==================== button_debounce_array
button_debounce_array/ff_map.png
Other sequential cells in the stronger gray, the rest of the logic in the fainter gray.
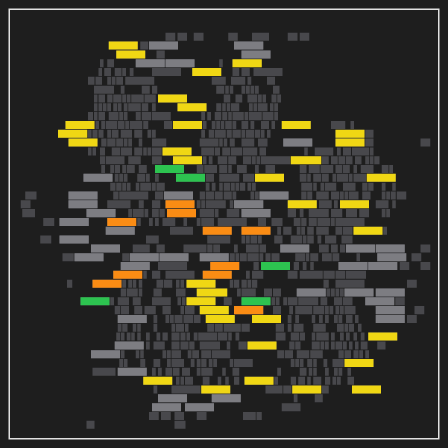

**config.mk**
```make
export PLATFORM = sky130hd
export DESIGN_NAME = button_debounce_array
export DESIGN_NICKNAME = d
export VERILOG_FILES = /design/src/rtl/btn_pkg.sv /design/src/rtl/debounce_channel.sv /design/src/rtl/button_debounce_array.sv
export SDC_FILE = /design/constraint.sdc
export NUM_CORES = 1
export LEC_CHECK = 0
export ABC_AREA = 1
export CAP_MARGIN = 20
export CORE_MARGIN = 1.5
export CORE_UTILIZATION = 30
export CTS_CLUSTER_SIZE = 30
export DETAILED_ROUTE_END_ITERATION = 10
export PLACE_DENSITY = 0.6
export SLEW_MARGIN = 20
export SYNTH_ARGS = -nofsm -noshare
export SYNTH_HDL_FRONTEND = slang
export SYNTH_SLANG_ARGS = --single-unit
```
**constraint.sdc**
```tcl
create_clock -name clk -period 1.7 [get_ports clk]
set_input_delay 0.51 -clock clk [delete_from_list [all_inputs] [get_ports clk]]
set_output_delay 0.51 -clock clk [all_outputs]
set_load 0.03 [all_outputs]
```
**src/rtl/btn_pkg.sv**
```systemverilog
// Shared types and sizing helpers for the push-button debounce array.
package btn_pkg;

  // Per-channel press tracking state. LATCHED is only reachable when
  // auto-repeat is disabled.
  typedef enum logic [1:0] {
    ST_IDLE    = 2'd0,
    ST_PRESS   = 2'd1,
    ST_REPEAT  = 2'd2,
    ST_LATCHED = 2'd3
  } btn_state_e;

  // Width of the hold/repeat counter: wide enough to hold the larger of the
  // two terminal counts.
  function automatic int hold_cnt_width(input int hold_ticks, input int repeat_ticks);
    int m;
    m = (hold_ticks > repeat_ticks) ? hold_ticks : repeat_ticks;
    return (m < 1) ? 1 : $clog2(m + 1);
  endfunction

  // Width of the sample-tick divider counter (sample_div >= 2).
  function automatic int div_cnt_width(input int sample_div);
    return (sample_div < 2) ? 1 : $clog2(sample_div);
  endfunction

endpackage

```
**src/rtl/debounce_channel.sv**
```systemverilog
// One button channel: 2-FF synchroniser, sample history, acceptance logic,
// press-tracking FSM and hold/repeat counter. All outputs are registered.
//
//   state      | meaning
//   -----------+----------------------------------------------------------
//   ST_IDLE    | button released (level=0), hold counter held at 0
//   ST_PRESS   | accepted press, counting ticks towards long-press
//   ST_REPEAT  | long-press reported, counting ticks between repeat pulses
//   ST_LATCHED | long-press reported, repeat disabled, waiting for release
module debounce_channel
  import btn_pkg::*;
#(
  parameter int STABLE_N     = 3,
  parameter int HOLD_TICKS   = 64,
  parameter int REPEAT_TICKS = 16
) (
  input  logic clk,
  input  logic buttom_rst,
  input  logic btn_raw,
  input  logic tick,
  output logic level,
  output logic pos,
  output logic neg,
  output logic long_p,
  output logic rpt
);

  localparam int CW = hold_cnt_width(HOLD_TICKS, REPEAT_TICKS);
  // Only the STABLE_N-1 previous samples are needed: the window is
  // completed by the sample arriving on the current tick.
  localparam int HW = STABLE_N - 1;
  localparam logic [CW-1:0] HOLD_C   = CW'(HOLD_TICKS);
  localparam logic [CW-1:0] REPEAT_C = CW'(REPEAT_TICKS);
  localparam logic [CW-1:0] CNT_MAX  = {CW{1'b1}};

  logic          sync1_q, sync2_q;
  logic [HW-1:0] hist_q;
  logic          win_hi, win_lo;
  logic          accept_press, accept_rel;

  btn_state_e    state_q, state_d;
  logic [CW-1:0] hold_cnt_q, hold_cnt_d, cnt_inc;

  logic level_q, level_d;
  logic pos_q, pos_d;
  logic neg_q, neg_d;
  logic long_q, long_d;
  logic rpt_q, rpt_d;

  // Synchronise the raw pin and shift the synchronised value into the history on each tick.
  always_ff @(posedge clk or negedge buttom_rst) begin
    if (!buttom_rst) begin
      sync1_q <= 1'b0;
      sync2_q <= 1'b0;
      hist_q  <= '0;
    end else begin
      sync1_q <= btn_raw;
      sync2_q <= sync1_q;
      if (tick) begin
        hist_q <= HW'({hist_q, sync2_q});
      end
    end
  end

  // Window qualification: new sample plus history all equal and different from the level.
  always_comb begin
    win_hi       = sync2_q & (&hist_q);
    win_lo       = ~sync2_q & ~(|hist_q);
    accept_press = tick & win_hi & ~level_q;
    accept_rel   = tick & win_lo & level_q;
    cnt_inc      = (hold_cnt_q == CNT_MAX) ? hold_cnt_q : hold_cnt_q + CW'(1);
  end

  // State, counter and registered outputs.
  always_ff @(posedge clk or negedge buttom_rst) begin
    if (!buttom_rst) begin
      state_q    <= ST_IDLE;
      hold_cnt_q <= '0;
      level_q    <= 1'b0;
      pos_q      <= 1'b0;
      neg_q      <= 1'b0;
      long_q     <= 1'b0;
      rpt_q      <= 1'b0;
    end else begin
      state_q    <= state_d;
      hold_cnt_q <= hold_cnt_d;
      level_q    <= level_d;
      pos_q      <= pos_d;
      neg_q      <= neg_d;
      long_q     <= long_d;
      rpt_q      <= rpt_d;
    end
  end

  // Next state and hold counter; an accepted release overrides everything.
  always_comb begin
    state_d    = state_q;
    hold_cnt_d = hold_cnt_q;
    case (state_q)
      ST_IDLE: begin
        hold_cnt_d = '0;
        if (accept_press) begin
          state_d = ST_PRESS;
        end
      end
      ST_PRESS: begin
        if (tick) begin
          if (cnt_inc == HOLD_C) begin
            hold_cnt_d = '0;
            state_d    = (REPEAT_TICKS > 0) ? ST_REPEAT : ST_LATCHED;
          end else begin
            hold_cnt_d = cnt_inc;
          end
        end
      end
      ST_REPEAT: begin
        if (tick) begin
          hold_cnt_d = (cnt_inc == REPEAT_C) ? '0 : cnt_inc;
        end
      end
      ST_LATCHED: begin
        hold_cnt_d = '0;
      end
      default: begin
        state_d    = ST_IDLE;
        hold_cnt_d = '0;
      end
    endcase
    if (accept_rel) begin
      state_d    = ST_IDLE;
      hold_cnt_d = '0;
    end
  end

  // Pulse and level updates; release suppresses a same-tick long/repeat pulse.
  always_comb begin
    level_d = level_q;
    pos_d   = 1'b0;
    neg_d   = 1'b0;
    long_d  = 1'b0;
    rpt_d   = 1'b0;
    if (accept_press) begin
      level_d = 1'b1;
      pos_d   = 1'b1;
    end else if (accept_rel) begin
      level_d = 1'b0;
      neg_d   = 1'b1;
    end else if (tick) begin
      if ((state_q == ST_PRESS) && (cnt_inc == HOLD_C)) begin
        long_d = 1'b1;
      end
      if ((state_q == ST_REPEAT) && (cnt_inc == REPEAT_C)) begin
        rpt_d = 1'b1;
      end
    end
  end

  assign level  = level_q;
  assign pos    = pos_q;
  assign neg    = neg_q;
  assign long_p = long_q;
  assign rpt    = rpt_q;

endmodule

```
**src/rtl/button_debounce_array.sv**
```systemverilog
// Multi-channel button debounce with press/release/long-press/repeat pulses.
// A shared divider produces the sample tick used by every channel.
module button_debounce_array
  import btn_pkg::*;
#(
  parameter int N_CH         = 5,
  parameter int SAMPLE_DIV   = 8,
  parameter int STABLE_N     = 3,
  parameter int HOLD_TICKS   = 64,
  parameter int REPEAT_TICKS = 16
) (
  input  logic            clk,
  input  logic            buttom_rst,
  input  logic [N_CH-1:0] btn_raw,
  output logic [N_CH-1:0] level,
  output logic [N_CH-1:0] pos,
  output logic [N_CH-1:0] neg,
  output logic [N_CH-1:0] long_p,
  output logic [N_CH-1:0] rpt,
  output logic            tick
);

  localparam int DW = div_cnt_width(SAMPLE_DIV);
  localparam logic [DW-1:0] DIV_LAST = DW'(SAMPLE_DIV - 1);

  logic [DW-1:0] div_cnt_q, div_cnt_d;

  // Divider next value: count up and wrap at SAMPLE_DIV-1.
  always_comb begin
    div_cnt_d = (div_cnt_q == DIV_LAST) ? '0 : div_cnt_q + DW'(1);
  end

  // Divider register; cleared by reset so the first tick lands SAMPLE_DIV clocks after release.
  always_ff @(posedge clk or negedge buttom_rst) begin
    if (!buttom_rst) begin
      div_cnt_q <= '0;
    end else begin
      div_cnt_q <= div_cnt_d;
    end
  end

  assign tick = (div_cnt_q == DIV_LAST);

  for (genvar g = 0; g < N_CH; g++) begin : g_ch
    debounce_channel #(
      .STABLE_N    (STABLE_N),
      .HOLD_TICKS  (HOLD_TICKS),
      .REPEAT_TICKS(REPEAT_TICKS)
    ) u_ch (
      .clk       (clk),
      .buttom_rst(buttom_rst),
      .btn_raw   (btn_raw[g]),
      .tick      (tick),
      .level     (level[g]),
      .pos       (pos[g]),
      .neg       (neg[g]),
      .long_p    (long_p[g]),
      .rpt       (rpt[g])
    );
  end

endmodule

```
==================== instr_encoder_loader
[src/rtl/instr_encoder_loader.sv]
// Encodes symbolic LEGv8 instructions into 32-bit words and streams them into instruction memory.
// Latency: one cycle from accepted beat to wr_en/wr_addr/wr_data; back-to-back beats give back-to-back writes.
// Backpressure: in_ready only in RUN and not during start; a full session, finish, or an error drops in_ready.
module instr_encoder_loader #(
  parameter int ADDR_WIDTH = 10,
  parameter int BASE_ADDR  = 0,
  parameter int DEPTH      = 256
) (
  input  logic                         clk,
  input  logic                         reset,
  input  logic                         start,
  input  logic                         finish,
  input  logic                         in_valid,
  output logic                         in_ready,
  input  logic [3:0]                   op,
  input  logic [4:0]                   rd,
  input  logic [4:0]                   rn,
  input  logic [4:0]                   rm,
  input  logic [25:0]                  imm,
  output logic                         wr_en,
  output logic [ADDR_WIDTH-1:0]        wr_addr,
  output logic [31:0]                  wr_data,
  output logic [$clog2(DEPTH+1)-1:0]   count,
  output logic                         busy,
  output logic                         done,
  output logic                         error,
  output logic [1:0]                   err_code
);

  localparam int                    CW   = $clog2(DEPTH+1);
  localparam logic [ADDR_WIDTH-1:0] BASE = ADDR_WIDTH'(BASE_ADDR);
  localparam logic [CW-1:0]         LAST = CW'(DEPTH-1);

  localparam logic [1:0] ERR_NONE    = 2'b00;
  localparam logic [1:0] ERR_ILLEGAL = 2'b01;
  localparam logic [1:0] ERR_RANGE   = 2'b10;

  typedef enum logic [1:0] {S_IDLE, S_RUN, S_DONE, S_ERR} state_t;

  state_t                  state, state_nxt;
  logic [ADDR_WIDTH-1:0]   ptr;
  logic [31:0]             enc_word;
  logic [1:0]              enc_err;
  logic                    beat;
  logic                    u12_ok, s9_ok, s19_ok;

  // Immediate fit checks: a signed k-bit field needs imm[25:k-1] to be a pure sign extension
  assign u12_ok = (imm[25:12] == 14'd0);
  assign s9_ok  = (&imm[25:8])  | ~(|imm[25:8]);
  assign s19_ok = (&imm[25:18]) | ~(|imm[25:18]);

  assign in_ready = (state == S_RUN) && !start;
  assign beat     = in_valid && in_ready;
  assign busy     = (state == S_RUN);
  assign done     = (state == S_DONE);
  assign error    = (state == S_ERR);

  // Instruction encoder: builds the machine word and flags illegal ops / immediates that do not fit
  always_comb begin
    enc_word = 32'd0;
    enc_err  = ERR_NONE;
    case (op)
      4'd0:  enc_word = {11'b10001011000, rm, 6'd0, rn, rd};
      4'd2:  enc_word = {11'b10101011000, rm, 6'd0, rn, rd};
      4'd3:  enc_word = {11'b11101011000, rm, 6'd0, rn, rd};
      4'd4:  enc_word = {11'b11001011000, rm, 6'd0, rn, rd};
      4'd1: begin
        enc_word = {10'b1001000100, imm[11:0], rn, rd};
        if (!u12_ok) enc_err = ERR_RANGE;
      end
      4'd5: begin
        enc_word = {11'b11111000010, imm[8:0], 2'b00, rn, rd};
        if (!s9_ok) enc_err = ERR_RANGE;
      end
      4'd6: begin
        enc_word = {11'b11111000000, imm[8:0], 2'b00, rn, rd};
        if (!s9_ok) enc_err = ERR_RANGE;
      end
      4'd7:  enc_word = {6'b000101, imm};
      4'd10: enc_word = {6'b100101, imm};
      4'd8: begin
        enc_word = {8'b10110100, imm[18:0], rd};
        if (!s19_ok) enc_err = ERR_RANGE;
      end
      4'd9: begin
        enc_word = {8'b01010100, imm[18:0], 5'b01011};
        if (!s19_ok) enc_err = ERR_RANGE;
      end
      4'd11: enc_word = {11'b11010110000, 5'b11111, 6'd0, rn, 5'd0};
      default: enc_err = ERR_ILLEGAL;
    endcase
  end

  // State register
  always_ff @(posedge clk or posedge reset) begin
    if (reset) state <= S_IDLE;
    else       state <= state_nxt;
  end

  // Next state: start restarts from anywhere; RUN ends on error, finish or a full session
  always_comb begin
    state_nxt = state;
    if (start) begin
      state_nxt = S_RUN;
    end else if (state == S_RUN) begin
      if (beat) begin
        if (enc_err != ERR_NONE)              state_nxt = S_ERR;
        else if (finish || (count == LAST))   state_nxt = S_DONE;
      end else if (finish) begin
        state_nxt = S_DONE;
      end
    end
  end

  // Write port, pointer, word count and error latch
  always_ff @(posedge clk or posedge reset) begin
    if (reset) begin
      wr_en    <= 1'b0;
      wr_addr  <= BASE;
      wr_data  <= 32'd0;
      ptr      <= BASE;
      count    <= '0;
      err_code <= ERR_NONE;
    end else begin
      wr_en <= 1'b0;
      if (start) begin
        ptr      <= BASE;
        count    <= '0;
        err_code <= ERR_NONE;
      end else if (beat) begin
        if (enc_err != ERR_NONE) begin
          err_code <= enc_err;
        end else begin
          wr_en   <= 1'b1;
          wr_addr <= ptr;
          wr_data <= enc_word;
          ptr     <= ptr + ADDR_WIDTH'(4);
          count   <= count + CW'(1);
        end
      end
    end
  end

endmodule
[config.mk]
export PLATFORM = sky130hd
export DESIGN_NAME = instr_encoder_loader
export DESIGN_NICKNAME = d
export VERILOG_FILES = /design/src/rtl/instr_encoder_loader.sv
export SDC_FILE = /design/constraint.sdc
export NUM_CORES = 1
export LEC_CHECK = 0
export CORE_MARGIN = 2
export CORE_UTILIZATION = 35
export CTS_CLUSTER_SIZE = 8
export DETAILED_ROUTE_END_ITERATION = 16
export PLACE_DENSITY = 0.73
export SLEW_MARGIN = 10
export SYNTH_ARGS = -nofsm -noshare
export SYNTH_HDL_FRONTEND = slang
export SYNTH_SLANG_ARGS = --single-unit
[constraint.sdc]
create_clock -name clk -period 2.5 [get_ports clk]
set_clock_uncertainty 0.1 [all_clocks]
set_input_delay 0.5 -clock clk [delete_from_list [all_inputs] [get_ports clk]]
set_output_delay 0.5 -clock clk [all_outputs]
set_load 0.02 [all_outputs]
==================== uart_rx_frame_ctrl
$ cat src/rtl/uart_rx_pkg.sv
// Shared definitions for the UART receive path.
//   state_t / ST_*  : frame sequencer state encoding (3-bit, legacy-compatible constants)
//   PS_*            : supported oversampling ratios
//   sel_ps()        : maps a raw pre_scale value onto a supported ratio (8 is the fallback)
//   check_edge()    : oversample index at which the majority-voted bit value is valid
package uart_rx_pkg;

  typedef logic [2:0] state_t;

  localparam state_t ST_IDLE   = 3'd0;
  localparam state_t ST_START  = 3'd1;
  localparam state_t ST_DATA   = 3'd2;
  localparam state_t ST_PARITY = 3'd3;
  localparam state_t ST_STOP   = 3'd4;
  localparam state_t ST_DONE   = 3'd5;

  localparam logic [5:0] PS_8  = 6'd8;
  localparam logic [5:0] PS_16 = 6'd16;
  localparam logic [5:0] PS_32 = 6'd32;

  function automatic logic [5:0] sel_ps(input logic [5:0] pre_scale);
    if (pre_scale == PS_16)      return PS_16;
    else if (pre_scale == PS_32) return PS_32;
    else                         return PS_8;
  endfunction

  // The sampler votes over edges ps/2-1..ps/2+1, so its result is settled two
  // edges past mid-bit.
  function automatic logic [5:0] check_edge(input logic [5:0] ps);
    return (ps >> 1) + 6'd2;
  endfunction

endpackage

$ cat src/rtl/uart_rx_edge_bit_cnt.sv
// Edge / bit counters for the UART receive frame sequencer.
//   clk, rst_n : oversampling clock, async active-low reset
//   cnt_en     : advance the counters this cycle
//   clr        : force both counters to 0 (wins over cnt_en)
//   load       : latch the frame's oversampling ratio from pre_scale
//   pre_scale  : raw oversampling ratio input
//   ps         : latched (supported) ratio for the current frame
//   edge_cnt   : oversample index within the current bit, 0..ps-1
//   bit_cnt    : bit index within the frame
//   last       : edge_cnt is at the final oversample of the bit
module uart_rx_edge_bit_cnt
  import uart_rx_pkg::*;
(
  input  logic       clk,
  input  logic       rst_n,
  input  logic       cnt_en,
  input  logic       clr,
  input  logic       load,
  input  logic [5:0] pre_scale,
  output logic [5:0] ps,
  output logic [5:0] edge_cnt,
  output logic [3:0] bit_cnt,
  output logic       last
);

  assign last = (edge_cnt == ps - 6'd1);

  always_ff @(posedge clk or negedge rst_n) begin
    if (!rst_n) begin
      ps       <= PS_8;
      edge_cnt <= '0;
      bit_cnt  <= '0;
    end else begin
      if (load) ps <= sel_ps(pre_scale);
      if (clr) begin
        edge_cnt <= '0;
        bit_cnt  <= '0;
      end else if (cnt_en) begin
        if (last) begin
          edge_cnt <= '0;
          bit_cnt  <= bit_cnt + 4'd1;
        end else begin
          edge_cnt <= edge_cnt + 6'd1;
        end
      end
    end
  end

endmodule

$ cat src/rtl/uart_rx_frame_ctrl.sv
// Frame sequencer for the UART receiver datapath: start detection, bit timing,
// checker enables and per-frame status.
//   clk, rst_n       : oversampling clock, async active-low reset
//   RX_IN            : synchronized serial line, idle high
//   pre_scale        : oversampling ratio (8/16/32; others behave as 8), latched per frame
//   par_en           : parity bit present, latched per frame
//   strt_glitch      : start checker result, valid while strt_chk_en is high
//   par_err          : parity checker result, valid while par_chk_en is high
//   stp_err          : stop checker result, valid while stp_chk_en is high
//   dat_samp_en/busy : high in every state except IDLE
//   edge_cnt/bit_cnt : oversample index / bit index
//   *_chk_en/deser_en: one-cycle pulses at the check edge of the matching bit
//   data_valid, parity_error, framing_error : one-cycle frame status in DONE
module uart_rx_frame_ctrl
  import uart_rx_pkg::*;
#(
  parameter int DATA_WIDTH = 8
) (
  input  logic       clk,
  input  logic       rst_n,
  input  logic       RX_IN,
  input  logic [5:0] pre_scale,
  input  logic       par_en,
  input  logic       strt_glitch,
  input  logic       par_err,
  input  logic       stp_err,
  output logic       dat_samp_en,
  output logic [5:0] edge_cnt,
  output logic [3:0] bit_cnt,
  output logic       strt_chk_en,
  output logic       deser_en,
  output logic       par_chk_en,
  output logic       stp_chk_en,
  output logic       data_valid,
  output logic       parity_error,
  output logic       framing_error,
  output logic       busy
);

  state_t     state, state_nxt;
  logic [5:0] ps, ce, ce_m1;
  logic       last, cnt_en, clr, load;
  logic       par_q, par_flag;

  assign ce    = check_edge(ps);
  assign ce_m1 = ce - 6'd1;

  always_comb begin
    state_nxt = state;
    case (state)
      ST_IDLE:   if (!RX_IN) state_nxt = ST_START;
      ST_START: begin
        // Check enables are registered and land exactly on the check edge,
        // so they double as the "decide now" qualifiers.
        if (strt_chk_en && strt_glitch) state_nxt = ST_IDLE;
        else if (last)                  state_nxt = ST_DATA;
      end
      ST_DATA:   if (last && bit_cnt == 4'(DATA_WIDTH))
                   state_nxt = par_q ? ST_PARITY : ST_STOP;
      ST_PARITY: if (last) state_nxt = ST_STOP;
      // Leave mid stop bit so a following start edge is not missed.
      ST_STOP:   if (stp_chk_en) state_nxt = ST_DONE;
      ST_DONE:   state_nxt = RX_IN ? ST_IDLE : ST_START;
      default:   state_nxt = ST_IDLE;
    endcase
  end

  assign cnt_en = (state != ST_IDLE) && (state != ST_DONE);
  assign clr    = (state_nxt == ST_IDLE) || (state_nxt == ST_DONE);
  assign load   = (state_nxt == ST_START) && ((state == ST_IDLE) || (state == ST_DONE));

  uart_rx_edge_bit_cnt u_cnt (
    .clk       (clk),
    .rst_n     (rst_n),
    .cnt_en    (cnt_en),
    .clr       (clr),
    .load      (load),
    .pre_scale (pre_scale),
    .ps        (ps),
    .edge_cnt  (edge_cnt),
    .bit_cnt   (bit_cnt),
    .last      (last)
  );

  always_ff @(posedge clk or negedge rst_n) begin
    if (!rst_n) begin
      state         <= ST_IDLE;
      par_q         <= 1'b0;
      par_flag      <= 1'b0;
      busy          <= 1'b0;
      dat_samp_en   <= 1'b0;
      strt_chk_en   <= 1'b0;
      deser_en      <= 1'b0;
      par_chk_en    <= 1'b0;
      stp_chk_en    <= 1'b0;
      data_valid    <= 1'b0;
      parity_error  <= 1'b0;
      framing_error <= 1'b0;
    end else begin
      state       <= state_nxt;
      busy        <= (state_nxt != ST_IDLE);
      dat_samp_en <= (state_nxt != ST_IDLE);
      if (load) par_q <= par_en;

      // Raised one edge early so the registered pulse coincides with edge CE.
      // CE-1 is never the wrap edge, so the state is the same on both cycles.
      strt_chk_en <= (state == ST_START)  && (edge_cnt == ce_m1);
      deser_en    <= (state == ST_DATA)   && (edge_cnt == ce_m1);
      par_chk_en  <= (state == ST_PARITY) && (edge_cnt == ce_m1);
      stp_chk_en  <= (state == ST_STOP)   && (edge_cnt == ce_m1);

      if ((state == ST_IDLE) || (state == ST_DONE)) par_flag <= 1'b0;
      else if (par_chk_en)                          par_flag <= par_flag | par_err;

      // Status is decided on the stop check edge and shows in the DONE cycle.
      data_valid    <= stp_chk_en && !(par_flag || stp_err);
      parity_error  <= stp_chk_en && par_flag;
      framing_error <= stp_chk_en && stp_err;
    end
  end

endmodule

$ cat config.mk
export PLATFORM = sky130hd
export DESIGN_NAME = uart_rx_frame_ctrl
export DESIGN_NICKNAME = d
export VERILOG_FILES = /design/src/rtl/uart_rx_pkg.sv /design/src/rtl/uart_rx_edge_bit_cnt.sv /design/src/rtl/uart_rx_frame_ctrl.sv
export SDC_FILE = /design/constraint.sdc
export NUM_CORES = 1
export LEC_CHECK = 0
export CELL_PAD_IN_SITES_DETAIL_PLACEMENT = 1
export CELL_PAD_IN_SITES_GLOBAL_PLACEMENT = 2
export CORE_MARGIN = 2
export CORE_UTILIZATION = 31
export DETAILED_ROUTE_END_ITERATION = 7
export HOLD_SLACK_MARGIN = 0.06
export PLACE_DENSITY_LB_ADDON = 0.15
export SLEW_MARGIN = 15
export SYNTH_ARGS = -nofsm -noshare
export SYNTH_HDL_FRONTEND = slang
export SYNTH_HIERARCHICAL = 1
export SYNTH_SLANG_ARGS = --single-unit
$ cat constraint.sdc
create_clock -name clk -period 3.05 [get_ports clk]
set_input_delay 0.4575 -clock clk [delete_from_list [all_inputs] [get_ports clk]]
set_output_delay 0.4575 -clock clk [all_outputs]
set_load 0.05 [all_outputs]
==================== time_set_ctrl
==> config.mk <==
export PLATFORM = sky130hd
export DESIGN_NAME = time_set_ctrl
export DESIGN_NICKNAME = d
export VERILOG_FILES = /design/src/rtl/time_set_ctrl.sv
export SDC_FILE = /design/constraint.sdc
export NUM_CORES = 1
export LEC_CHECK = 0
export CAP_MARGIN = 5
export CORE_MARGIN = 2
export CORE_UTILIZATION = 27
export CTS_CLUSTER_DIAMETER = 120
export DETAILED_ROUTE_END_ITERATION = 8
export SLEW_MARGIN = 10
export SYNTH_ARGS = -nofsm -noshare
export SYNTH_HDL_FRONTEND = slang
export SYNTH_SLANG_ARGS = --single-unit
==> constraint.sdc <==
create_clock -name clk_50MHz -period 3.5 [get_ports clk_50MHz]
set_clock_uncertainty 0.05 [all_clocks]
set_input_delay 0.525 -clock clk_50MHz [delete_from_list [all_inputs] [get_ports clk_50MHz]]
set_output_delay 0.525 -clock clk_50MHz [all_outputs]
set_load 0.02 [all_outputs]
==> src/rtl/time_set_ctrl.sv <==
// Time-setting controller: debounced mode/up/down buttons walk a field-select FSM
// and raise inc/dec requests that are retired by the next 1 Hz rising edge.
module time_set_ctrl #(
  parameter int DEBOUNCE_CYCLES = 1000000,
  parameter int TIMEOUT_S       = 30
) (
  input  logic clk_50MHz,
  input  logic rst,
  input  logic clk_1hz,
  input  logic btn_mode,
  input  logic btn_up,
  input  logic btn_down,
  output logic set_sec,
  output logic set_min,
  output logic set_hour,
  output logic set_day,
  output logic set_month,
  output logic set_year,
  output logic inc,
  output logic dec
);

  // state     | meaning
  // RUN       | normal timekeeping, no field selected
  // SET_SEC   | seconds field selected
  // SET_MIN   | minutes field selected
  // SET_HOUR  | hours field selected
  // SET_DAY   | day field selected
  // SET_MONTH | month field selected
  // SET_YEAR  | year field selected
  typedef enum logic [2:0] {
    RUN, SET_SEC, SET_MIN, SET_HOUR, SET_DAY, SET_MONTH, SET_YEAR
  } state_t;

  localparam int DBW = $clog2(DEBOUNCE_CYCLES + 1);
  localparam int TOW = $clog2(TIMEOUT_S + 1);

  // bit order everywhere: {clk_1hz, down, up, mode}
  logic [3:0]          sync1, sync2;
  logic [2:0]          db, db_d;
  logic [2:0][DBW-1:0] db_cnt;
  logic                hz_d;
  logic [2:0]          press;
  logic                tick;

  always_ff @(posedge clk_50MHz or posedge rst) begin
    if (rst) begin
      sync1 <= '0;
      sync2 <= '0;
      hz_d  <= 1'b0;
      db    <= '0;
      db_d  <= '0;
      db_cnt <= '0;
    end else begin
      sync1 <= {clk_1hz, btn_down, btn_up, btn_mode};
      sync2 <= sync1;
      hz_d  <= sync2[3];
      db_d  <= db;
      for (int i = 0; i < 3; i++) begin
        if (sync2[i] != db[i]) begin
          if (db_cnt[i] == DBW'(DEBOUNCE_CYCLES - 1)) begin
            db[i]     <= sync2[i];
            db_cnt[i] <= '0;
          end else begin
            db_cnt[i] <= db_cnt[i] + 1'b1;
          end
        end else begin
          db_cnt[i] <= '0;
        end
      end
    end
  end

  assign press = db & ~db_d;
  assign tick  = sync2[3] & ~hz_d;

  state_t         state, state_nxt;
  logic           inc_nxt, dec_nxt;
  logic [TOW-1:0] to_cnt, to_nxt;
  logic           pending, any_press, mode_p, up_p, dn_p;

  assign pending   = inc | dec;
  assign any_press = |press;
  assign mode_p    = press[0];
  // mode wins over up/down so the field never changes together with a new request
  assign up_p      = press[1] & ~press[2] & ~press[0];
  assign dn_p      = press[2] & ~press[1] & ~press[0];

  always_ff @(posedge clk_50MHz or posedge rst) begin
    if (rst) begin
      state  <= RUN;
      inc    <= 1'b0;
      dec    <= 1'b0;
      to_cnt <= '0;
      {set_year, set_month, set_day, set_hour, set_min, set_sec} <= '0;
    end else begin
      state  <= state_nxt;
      inc    <= inc_nxt;
      dec    <= dec_nxt;
      to_cnt <= to_nxt;
      set_sec   <= (state_nxt == SET_SEC);
      set_min   <= (state_nxt == SET_MIN);
      set_hour  <= (state_nxt == SET_HOUR);
      set_day   <= (state_nxt == SET_DAY);
      set_month <= (state_nxt == SET_MONTH);
      set_year  <= (state_nxt == SET_YEAR);
    end
  end

  always_comb begin
    state_nxt = state;
    inc_nxt   = inc;
    dec_nxt   = dec;
    to_nxt    = to_cnt;
    if (pending && tick) begin
      inc_nxt = 1'b0;
      dec_nxt = 1'b0;
    end
    if (state == RUN) begin
      if (mode_p) state_nxt = SET_SEC;
    end else begin
      if (any_press)
        to_nxt = '0;
      else if (tick && to_cnt != TOW'(TIMEOUT_S))
        to_nxt = to_cnt + 1'b1;
      if (!pending) begin
        if (mode_p) begin
          case (state)
            SET_SEC:   state_nxt = SET_MIN;
            SET_MIN:   state_nxt = SET_HOUR;
            SET_HOUR:  state_nxt = SET_DAY;
            SET_DAY:   state_nxt = SET_MONTH;
            SET_MONTH: state_nxt = SET_YEAR;
            default:   state_nxt = RUN;
          endcase
        end else if (up_p) begin
          inc_nxt = 1'b1;
        end else if (dn_p) begin
          dec_nxt = 1'b1;
        end else if (!any_press && to_cnt == TOW'(TIMEOUT_S)) begin
          state_nxt = RUN;
        end
      end
    end
    if (state_nxt != state) to_nxt = '0;
  end

endmodule

instr_encoder_loader/ff_map.png
Other sequential cells in the stronger gray, the rest of the logic in the fainter gray.
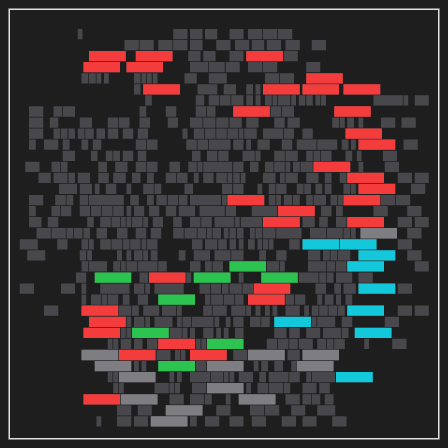
legend:
  red:
    netlist_name: `wr_data`
    flops: 32
    where: spread over the die
  cyan:
    netlist_name: `count`
    flops: 9
  green:
    netlist_name: `ptr`
    flops: 8
not colored: 13
register share of the cell area: 27.77%
register area: 1551 um^2
Seq power: 1.31 mW
final core utilization: 56.65%

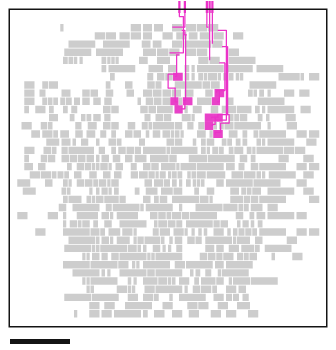
instr_encoder_loader/port_trees.png
Bar = 20 um.
legend:
  magenta:
    port: `rn`
    bits: 5
    direction: input
    end_cells: 10
    wire: 216 um
IO Pins: 108
buffers added on ports: 105

==> impl_metrics.ini, instr_encoder_loader <==
; yosys + openroad results
[cells_and_area]
final.clkbuf_count = 9
nets = 640
post_layout_nonfiller_instances = 725
fin_area_um2 = 5588

[critical_path]
total_buffers_and_inverters_traversed_by_the_critical_path = 3
worst-r2r-setup-slack_ns = 0.24
worstPathMaxFanout = 4
critical_path.reg2reg.endpoint = ptr[7]$_DFFE_PP0P_
crit_path_cell_trace = dlygate4sd2_1, buf_4, nor4_2, buf_4, nand4_1, o21a_4, a211o_4, or4_4, a21oi_2

[sta]
fin_worst_hold_slack_ns = 0.3854

[place]
postPlaceCellArea_um2 = 5225

[synthesis]
enable_flop_cells = 0
yosys_warnings = 0
synthMostInstantiatedCell = nand2_1
share_of_async_settable_or_async_resettable_flops_after_synthesis_pct = 100.0
yosys_area_um2 = 3583
post_synth_mux_area_share_pct = 0.5587

[power_and_ir_drop]
comb_cell_power_mw = 1.25
power_density_nw_per_um2 = 603.4
cellInternalPower_mw = 2.164

[clock_network]
tritoncts_num_sinks = 62
root_buffer = clkbuf_8
clock_latency_ns = 0.35
number_of_buffers_created_by_cts = 9

[global_routing]
grt_pass1_vias = 3989
maximum_number_of_pins_on_one_net_before_global_route_repair = 63
grt_overflow_total = 0

[route]
finalWirelength_um = 12550
antenna_violating_nets_post_route = 0

[status]
status = finished clean

[die]
core_util_floorplan_pct = 36.33
instr_encoder_loader: flip-flops by register name, summed over array words and instances (netlist names):
register	flops
wr_data	32
ptr	8
err_code	2
wr_addr	8
count	9
wr_en	1
state	2
instr_encoder_loader: metal layers:
layer / track usage, % / wire length (um) / vias up / part of all wire, %
li1: - / - / 1886 / -
met1: 30.89 / 5374 / 1881 / 43
met2: 35.25 / 5908 / 189 / 47
met3: 4.180 / 835 / 33 / 6.7
met4: 10.57 / 429 / 0 / 3.4
met5: 0 / 0 / - / 0
instr_encoder_loader: cell usage in the layout, fill, tap and decap left out, types with 6 or more instances in the layout:
cell type / Yosys / final
clkdlybuf4s50_1: 0 / 84
inv_1: 7 / 6
a221oi_1: 22 / 21
and3_1: 6 / 6
dfrtp_1: 62 / 62
nor2_1: 33 / 33
nand3_1: 12 / 12
a22oi_1: 13 / 13
nand2b_1: 12 / 12
buf_4: 2 / 69
xnor2_1: 6 / 6
o21ai_0: 36 / 34
clkbuf_8: 0 / 9
nand2_1: 66 / 65
nor2b_1: 6 / 6
a21o_1: 10 / 10
a21oi_1: 35 / 32
dlygate4sd2_1: 0 / 11
nand4_1: 8 / 8
o22ai_1: 6 / 6
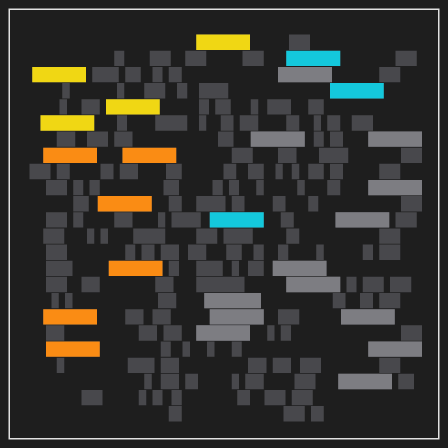
uart_rx_frame_ctrl/ff_map.png
Other sequential cells in the stronger gray, the rest of the logic in the fainter gray.
legend:
  yellow:
    netlist_name: `u_cnt/bit_cnt`
    flops: 4
    where: top left
  orange:
    netlist_name: `u_cnt/edge_cnt`
    flops: 6
    where: left middle
  cyan:
    netlist_name: `state`
    flops: 3
final core utilization: 42.49%
register area: 651.9 um^2
Seq power: 0.555 mW
register share of the cell area: 34.76%

==> impl_metrics.ini, uart_rx_frame_ctrl <==
; yosys + openroad results
[sta]
post_layout_period_usage_pct = 91.58
final.setup_skew_ns = 0.005812
fin_tns_setup_ns = 0

[critical_path]
critPathArrivalTime_ns = 2.99
cp-end-kind = flop
worstPathMaxFanout = 6
critical_path.reg2reg.endpoint = u_cnt/edge_cnt[5]$_DFFE_PN0P_

[global_routing]
grt_usage_pct = 15.49
maximum_number_of_pins_on_one_net_before_global_route_repair = 27
initial_antenna_violation_count = 0
wire_length_of_the_first_global_routing_pass_um = 6279

[clock_network]
tritoncts_clock_tree = yes
number_of_buffers_created_by_cts = 3
root_buffer = clkbuf_8
clkSlewWorstSetupHoldPaths_ns = 0.09

[place]
dp_slack_ns = 0.08578
finalWeightedCongestion = 0.8462

[route]
detailedRoute.firstIterationViolations = 58
routed_via_density = 5.310

[die]
floorplan_die_area_um2 = 5194
die_width_um = 72.07
tap-cell-count = 52

[power_and_ir_drop]
sequentialPowerShare_pct = 35.1
report.power.total_mw = 1.579
vdd_ir_drop_max_mv = 0.3781
cellInternalPower_mw = 0.8567
power_leader = combinational cells

[cells_and_area]
final.clkbuf_count = 4
layout.comb_gates.multi_input = 105
final_common_cell = clkdlybuf4s50_1
ff_count = 26
largest_cell_class = multi-input combinational cells
area_delta_synth_final_pct = 30.57
number_of_buffers_outside_the_clock_class_in_the_layout = 36
nets = 195

[status]
status = finished clean

[worst_hold_path]
holdCritPathClass = flop to flop
hold_start = par_flag$_DFFE_PN0P_
## uart_rx_frame_ctrl: sequential cells by signal, summed over array words and instances (netlist names)
signal	flops
state	3
framing_error	1
par_flag	1
par_chk_en	1
data_valid	1
strt_chk_en	1
u_cnt/bit_cnt	4
u_cnt/edge_cnt	6
stp_chk_en	1
parity_error	1
deser_en	1
u_cnt/ps	3
busy	1
par_q	1
## uart_rx_frame_ctrl: routing by layer
metal,share of wire [%],global-route usage [%],up-vias
li1,-,-,571
met1,47,21.00,614
met2,48,25.79,27
met3,3.2,2.222,4
met4,0.95,4.403,0
met5,0,0,-
## uart_rx_frame_ctrl: critical path: stages, from the launching register on
cell and delay, ns:
dfstp_2 0.54, inv_1 0.04, ha_1 0.29, xor2_1 0.23, and4b_4 0.31, nor4b_2 0.26
nand4_1 0.12, o211ai_1 0.13, o22ai_1 0.17, o2111ai_2 0.25, nor2_1 0.10, xnor2_1 0.14
nor3_1 0.13
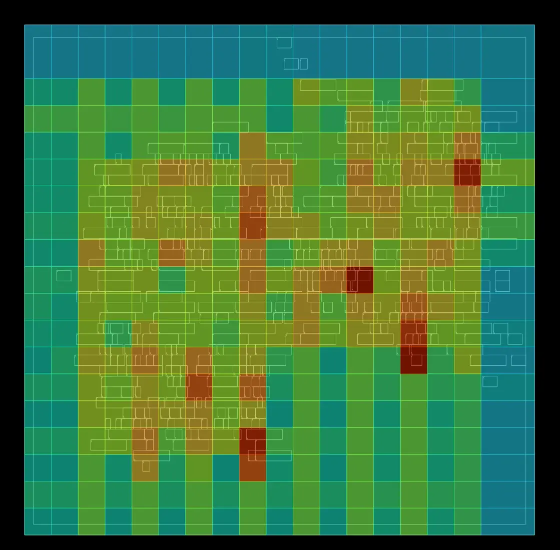
time_set_ctrl/congestion_map.png
combined global-route utilization of all metal layers: 10.35%
most used routing layer: met2
met3 demand-to-capacity share in global routing: 3.693%
met2 usage: 15.76%

==> impl_metrics.ini, time_set_ctrl <==
; yosys + openroad results
[status]
status = finished clean

[sta]
fin_worst_hold_slack_ns = 0.3004
setup_ws_ns = 1.090
setup_repair_after_global_routing_missed_its_margin = no
max_freq_mhz = 415.0
worst_slew_margin_rel_pct = 47.65

[cells_and_area]
layout.cells.most_common_list = dfrtp_1, nor2_1, nand3_1, nand2_1, a21oi_1
post_layout_nonfiller_instances = 673
nets = 464
area_delta_synth_final_pct = 15.36
mi_logic_area_um2 = 1966
reg_top3 = db_cnt (60), to_cnt (5)
regMostFlops = db_cnt
ff_latch_area_um2 = 2277
antenna-diode-count = 0
final_common_cell = dfrtp_1
share_of_cell_area_taken_by_multi_input_logic_gates_pct = 39.09

[route]
routed_via_density = 4.820
avgRoutedWirePerCell_um = 11.92
met3_wirelength_um = 348
routed.top_layer = met4
drc = 0
dr.pass1.iters = 4

[die]
floorplan_die_area_um2 = 17180
num_rows = 46

[synthesis]
ys.flops = 91
synth.cellmix.xorXnorShare_pct = 6.831
simple_gate_share_pct = 24.89
post_synth_mux_area_share_pct = 0.7750

[clock_network]
cts-htree-levels = 3
root_buffer = clkbuf_16
clock_latency_ns = 0.34

[global_routing]
wire_length_of_the_first_global_routing_pass_um = 14150
initial_antenna_violation_count = 0

[place]
detailedPlacementHpwl_um = 5634

[critical_path]
critPathArrivalTime_ns = 2.58
crit_path_cell_trace = nand3_1, or4b_2, o31ai_2, buf_4, nor2_1
max_stage_delay_ns = 0.69
worstPathMaxFanout = 12

[flow_run]
drv.max_cap_violation_count = 0
-- time_set_ctrl: Yosys cell counts, types with 2 or more instances --
master	count	area, um^2
a21oi_1	25	125.1
o21ai_0	21	105.1
dfrtp_1	91	2277
nand2_1	30	112.6
nand3_1	33	165.2
a32o_1	2	20.02
nor3_1	10	50.05
o31ai_1	10	75.07
clkbuf_1	6	22.52
a21boi_0	2	15.01
or2_2	2	12.51
nand3_2	2	20.02
nand2b_1	6	37.54
a31oi_1	3	18.77
and3_1	7	43.79
xor2_1	14	122.6
nor2b_1	5	31.28
a2111oi_0	2	17.52
or4_1	15	112.6
and2_1	2	12.51
buf_2	7	35.03
a21oi_2	2	17.52
nand4_1	6	37.54
nor4_1	11	68.82
mux2_2	3	33.78
or3_1	16	100.1
nor2_1	43	161.4
inv_1	17	63.81
xnor2_1	20	175.2
o211ai_1	2	15.01
ha_1	5	62.56
-- time_set_ctrl: power breakdown --
group          total (mW)  switching (mW)  internal (mW)
logic              0.0621          0.0424         0.0197
clock network       0.932           0.382          0.549
registers            1.08          0.0125           1.07
total                2.07           0.437           1.63
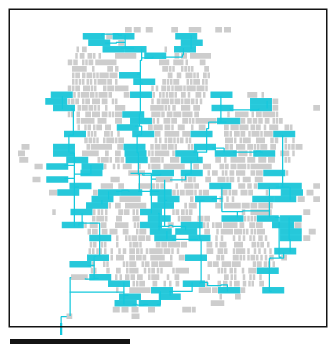
button_debounce_array/port_trees.png
Bar = 50 um.
legend:
  cyan:
    port: `buttom_rst`
    bits: 1
    direction: input
    end_cells: 93
    wire: 731 um
buffers added on ports: 32
IO Pins: 33

Notes on button_debounce_array/ff_map.png above:
legend:
  orange:
    netlist_name: `g_ch.u_ch.hist_q`
    flops: 10
    where: middle
  yellow:
    netlist_name: `g_ch.u_ch.hold_cnt_q`
    flops: 35
  green:
    netlist_name: `g_ch.u_ch.level`
    flops: 5
not colored: 43
Seq power: 2.36 mW
register area: 2330 um^2
final core utilization: 42.64%
register share of the cell area: 34.02%

==> impl_metrics.ini, button_debounce_array <==
; yosys + openroad results
[synthesis]
yosys_area_um2 = 4994
synthTopLogicFamily = simple AND/OR/NAND/NOR gates
ys_seq_share_pct = 46.60

[sta]
setup_ws_ns = -0.1791
worst_slew_margin_rel_pct = 70.68
finalSetupViolations = 6
final.setup_skew_ns = 0.004316

[global_routing]
initial_antenna_violation_count = 0
wire_length_of_the_first_global_routing_pass_um = 18200
met3_usage_pct = 3.576

[critical_path]
worst_ep_required_time_ns = 1.19
timing.critical_path.from_type = flop
critPathArrivalTime_ns = 1.37

[place]
detailedPlacementHpwl_um = 7817
finalWeightedCongestion = 0.8478

[power_and_ir_drop]
p_switching_mw = 1.532
power_frac_clock_pct = 37.5

[clock_network]
clock_latency_ns = 0.35

[status]
status = complete, but fails checks
failed_checks = negative setup slack

[die]
core_util_floorplan_pct = 31.10
-- button_debounce_array: power by group through the flow --
stage	Sequential, mW	Combinational, mW	Clock (mW)
floorplan	2.40	0.451	0
global placement	2.40	0.724	0
detailed placement	2.40	0.729	0
CTS	2.36	0.741	2.01
global route	2.37	0.973	2.11
finish	2.36	0.880	1.94
-- button_debounce_array: critical path, cell delays in order (launching register included) --
cell,delay [ns]
dfrtp_1,0.39
ha_2,0.21
ha_4,0.17
buf_6,0.12
buf_6,0.13
-- button_debounce_array: Yosys cell counts, types with 4 or more instances --
cell,count
a21oi_1,10
buf_4,26
dfrtp_1,93
ha_1,7
inv_1,96
nand2_1,153
nand2_2,7
nand3_1,52
nand3_2,7
nand4_1,12
nor2_1,51
nor2_2,8
nor2_4,7
nor3_1,12
o2111ai_1,6
o21ai_0,19
o21ai_1,7
o22ai_1,11
xnor2_1,6
xor2_1,4
-- button_debounce_array: layout make-up --
class	count	area share, %
clock inverter	7	0.8222
inverter	99	5.500
sequential	93	34.02
timing repair buffer	115	14.51
clock buffer	9	3.289
multi-input combinational	399	37.91
tap	216	3.947

==> layout pictures side by side <==
Signal wires on met2.
Cells faint in the background.
(a)
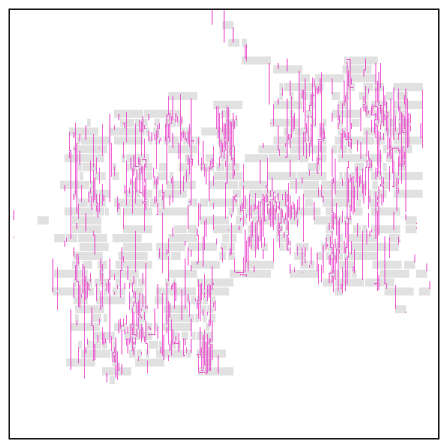
(b)
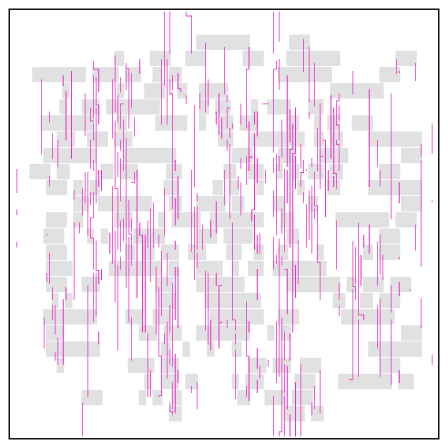
(c)
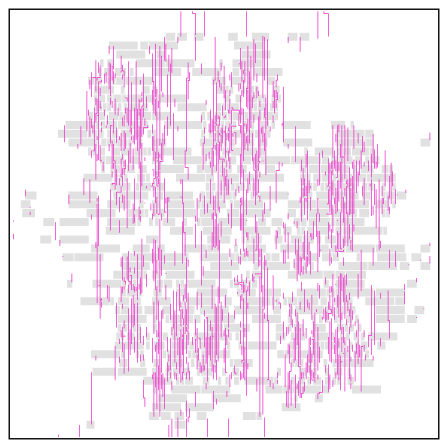
(d)
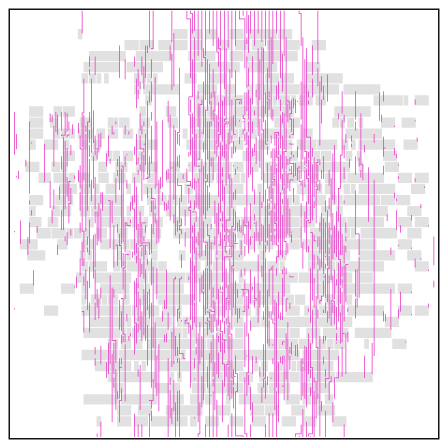
(c) is button_debounce_array.
(a) is time_set_ctrl.
(b) is uart_rx_frame_ctrl.
(d) is instr_encoder_loader.

Key to (d):
nets with wire on the layer: 548
share of all routed wire: 47%
longest straight run: 43.2 um
wire length on this layer: 5910 um



==> gallery <==
Met1 routing.
Supply wires on this layer in gray. Cells faint in the background.
picture 1
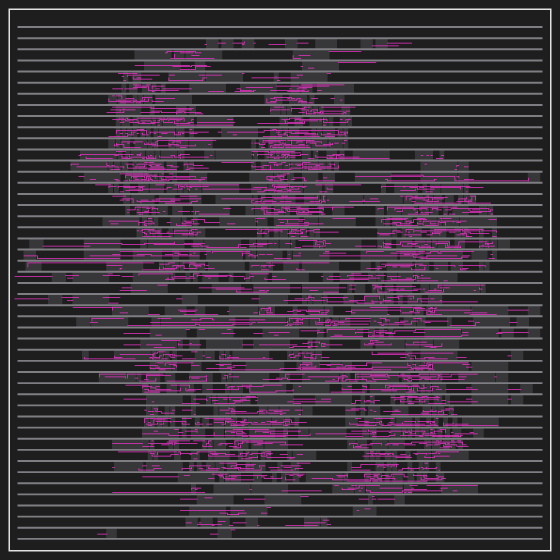
picture 2
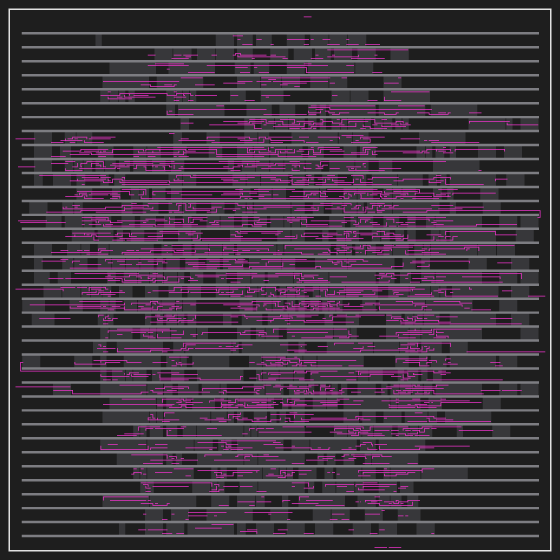
picture 3
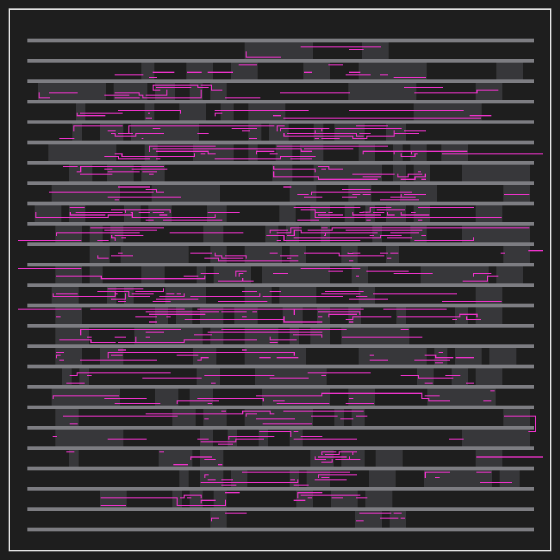
picture 4
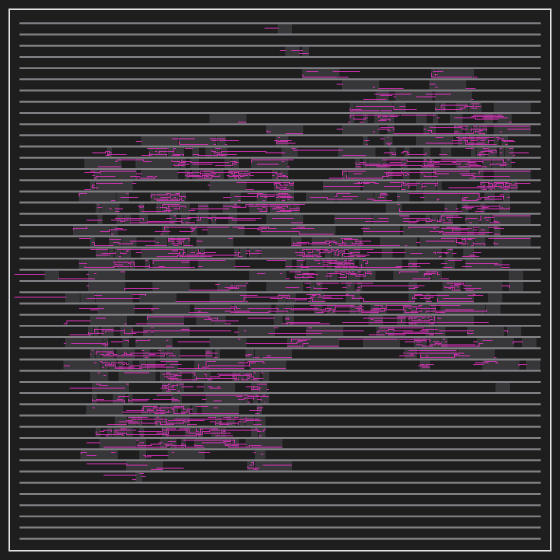
picture 3 -> uart_rx_frame_ctrl
picture 2 -> instr_encoder_loader
picture 4 -> time_set_ctrl
picture 1 -> button_debounce_array


==> layout pictures side by side <==
Routing congestion.
Plate I
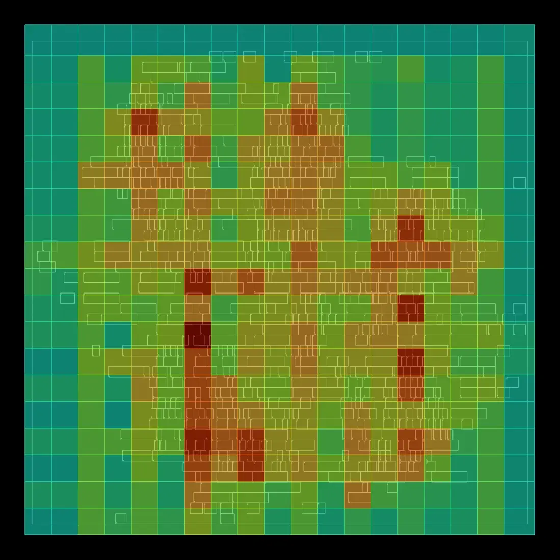
Plate II
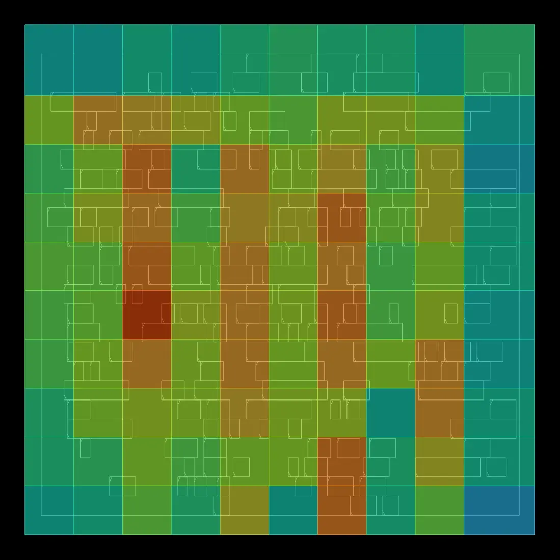
Plate III
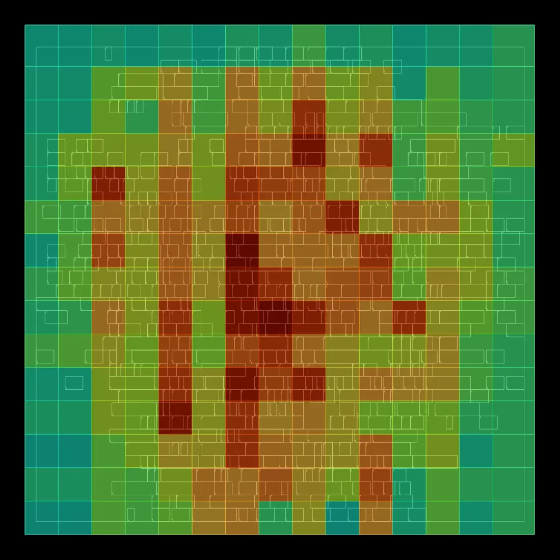
- Plate III = instr_encoder_loader
- Plate I = button_debounce_array
- Plate II = uart_rx_frame_ctrl
Of these, lowest track usage: Plate I
Of these, highest track usage: Plate III

No activity file was given, so power comes from the tool's default toggle rates.
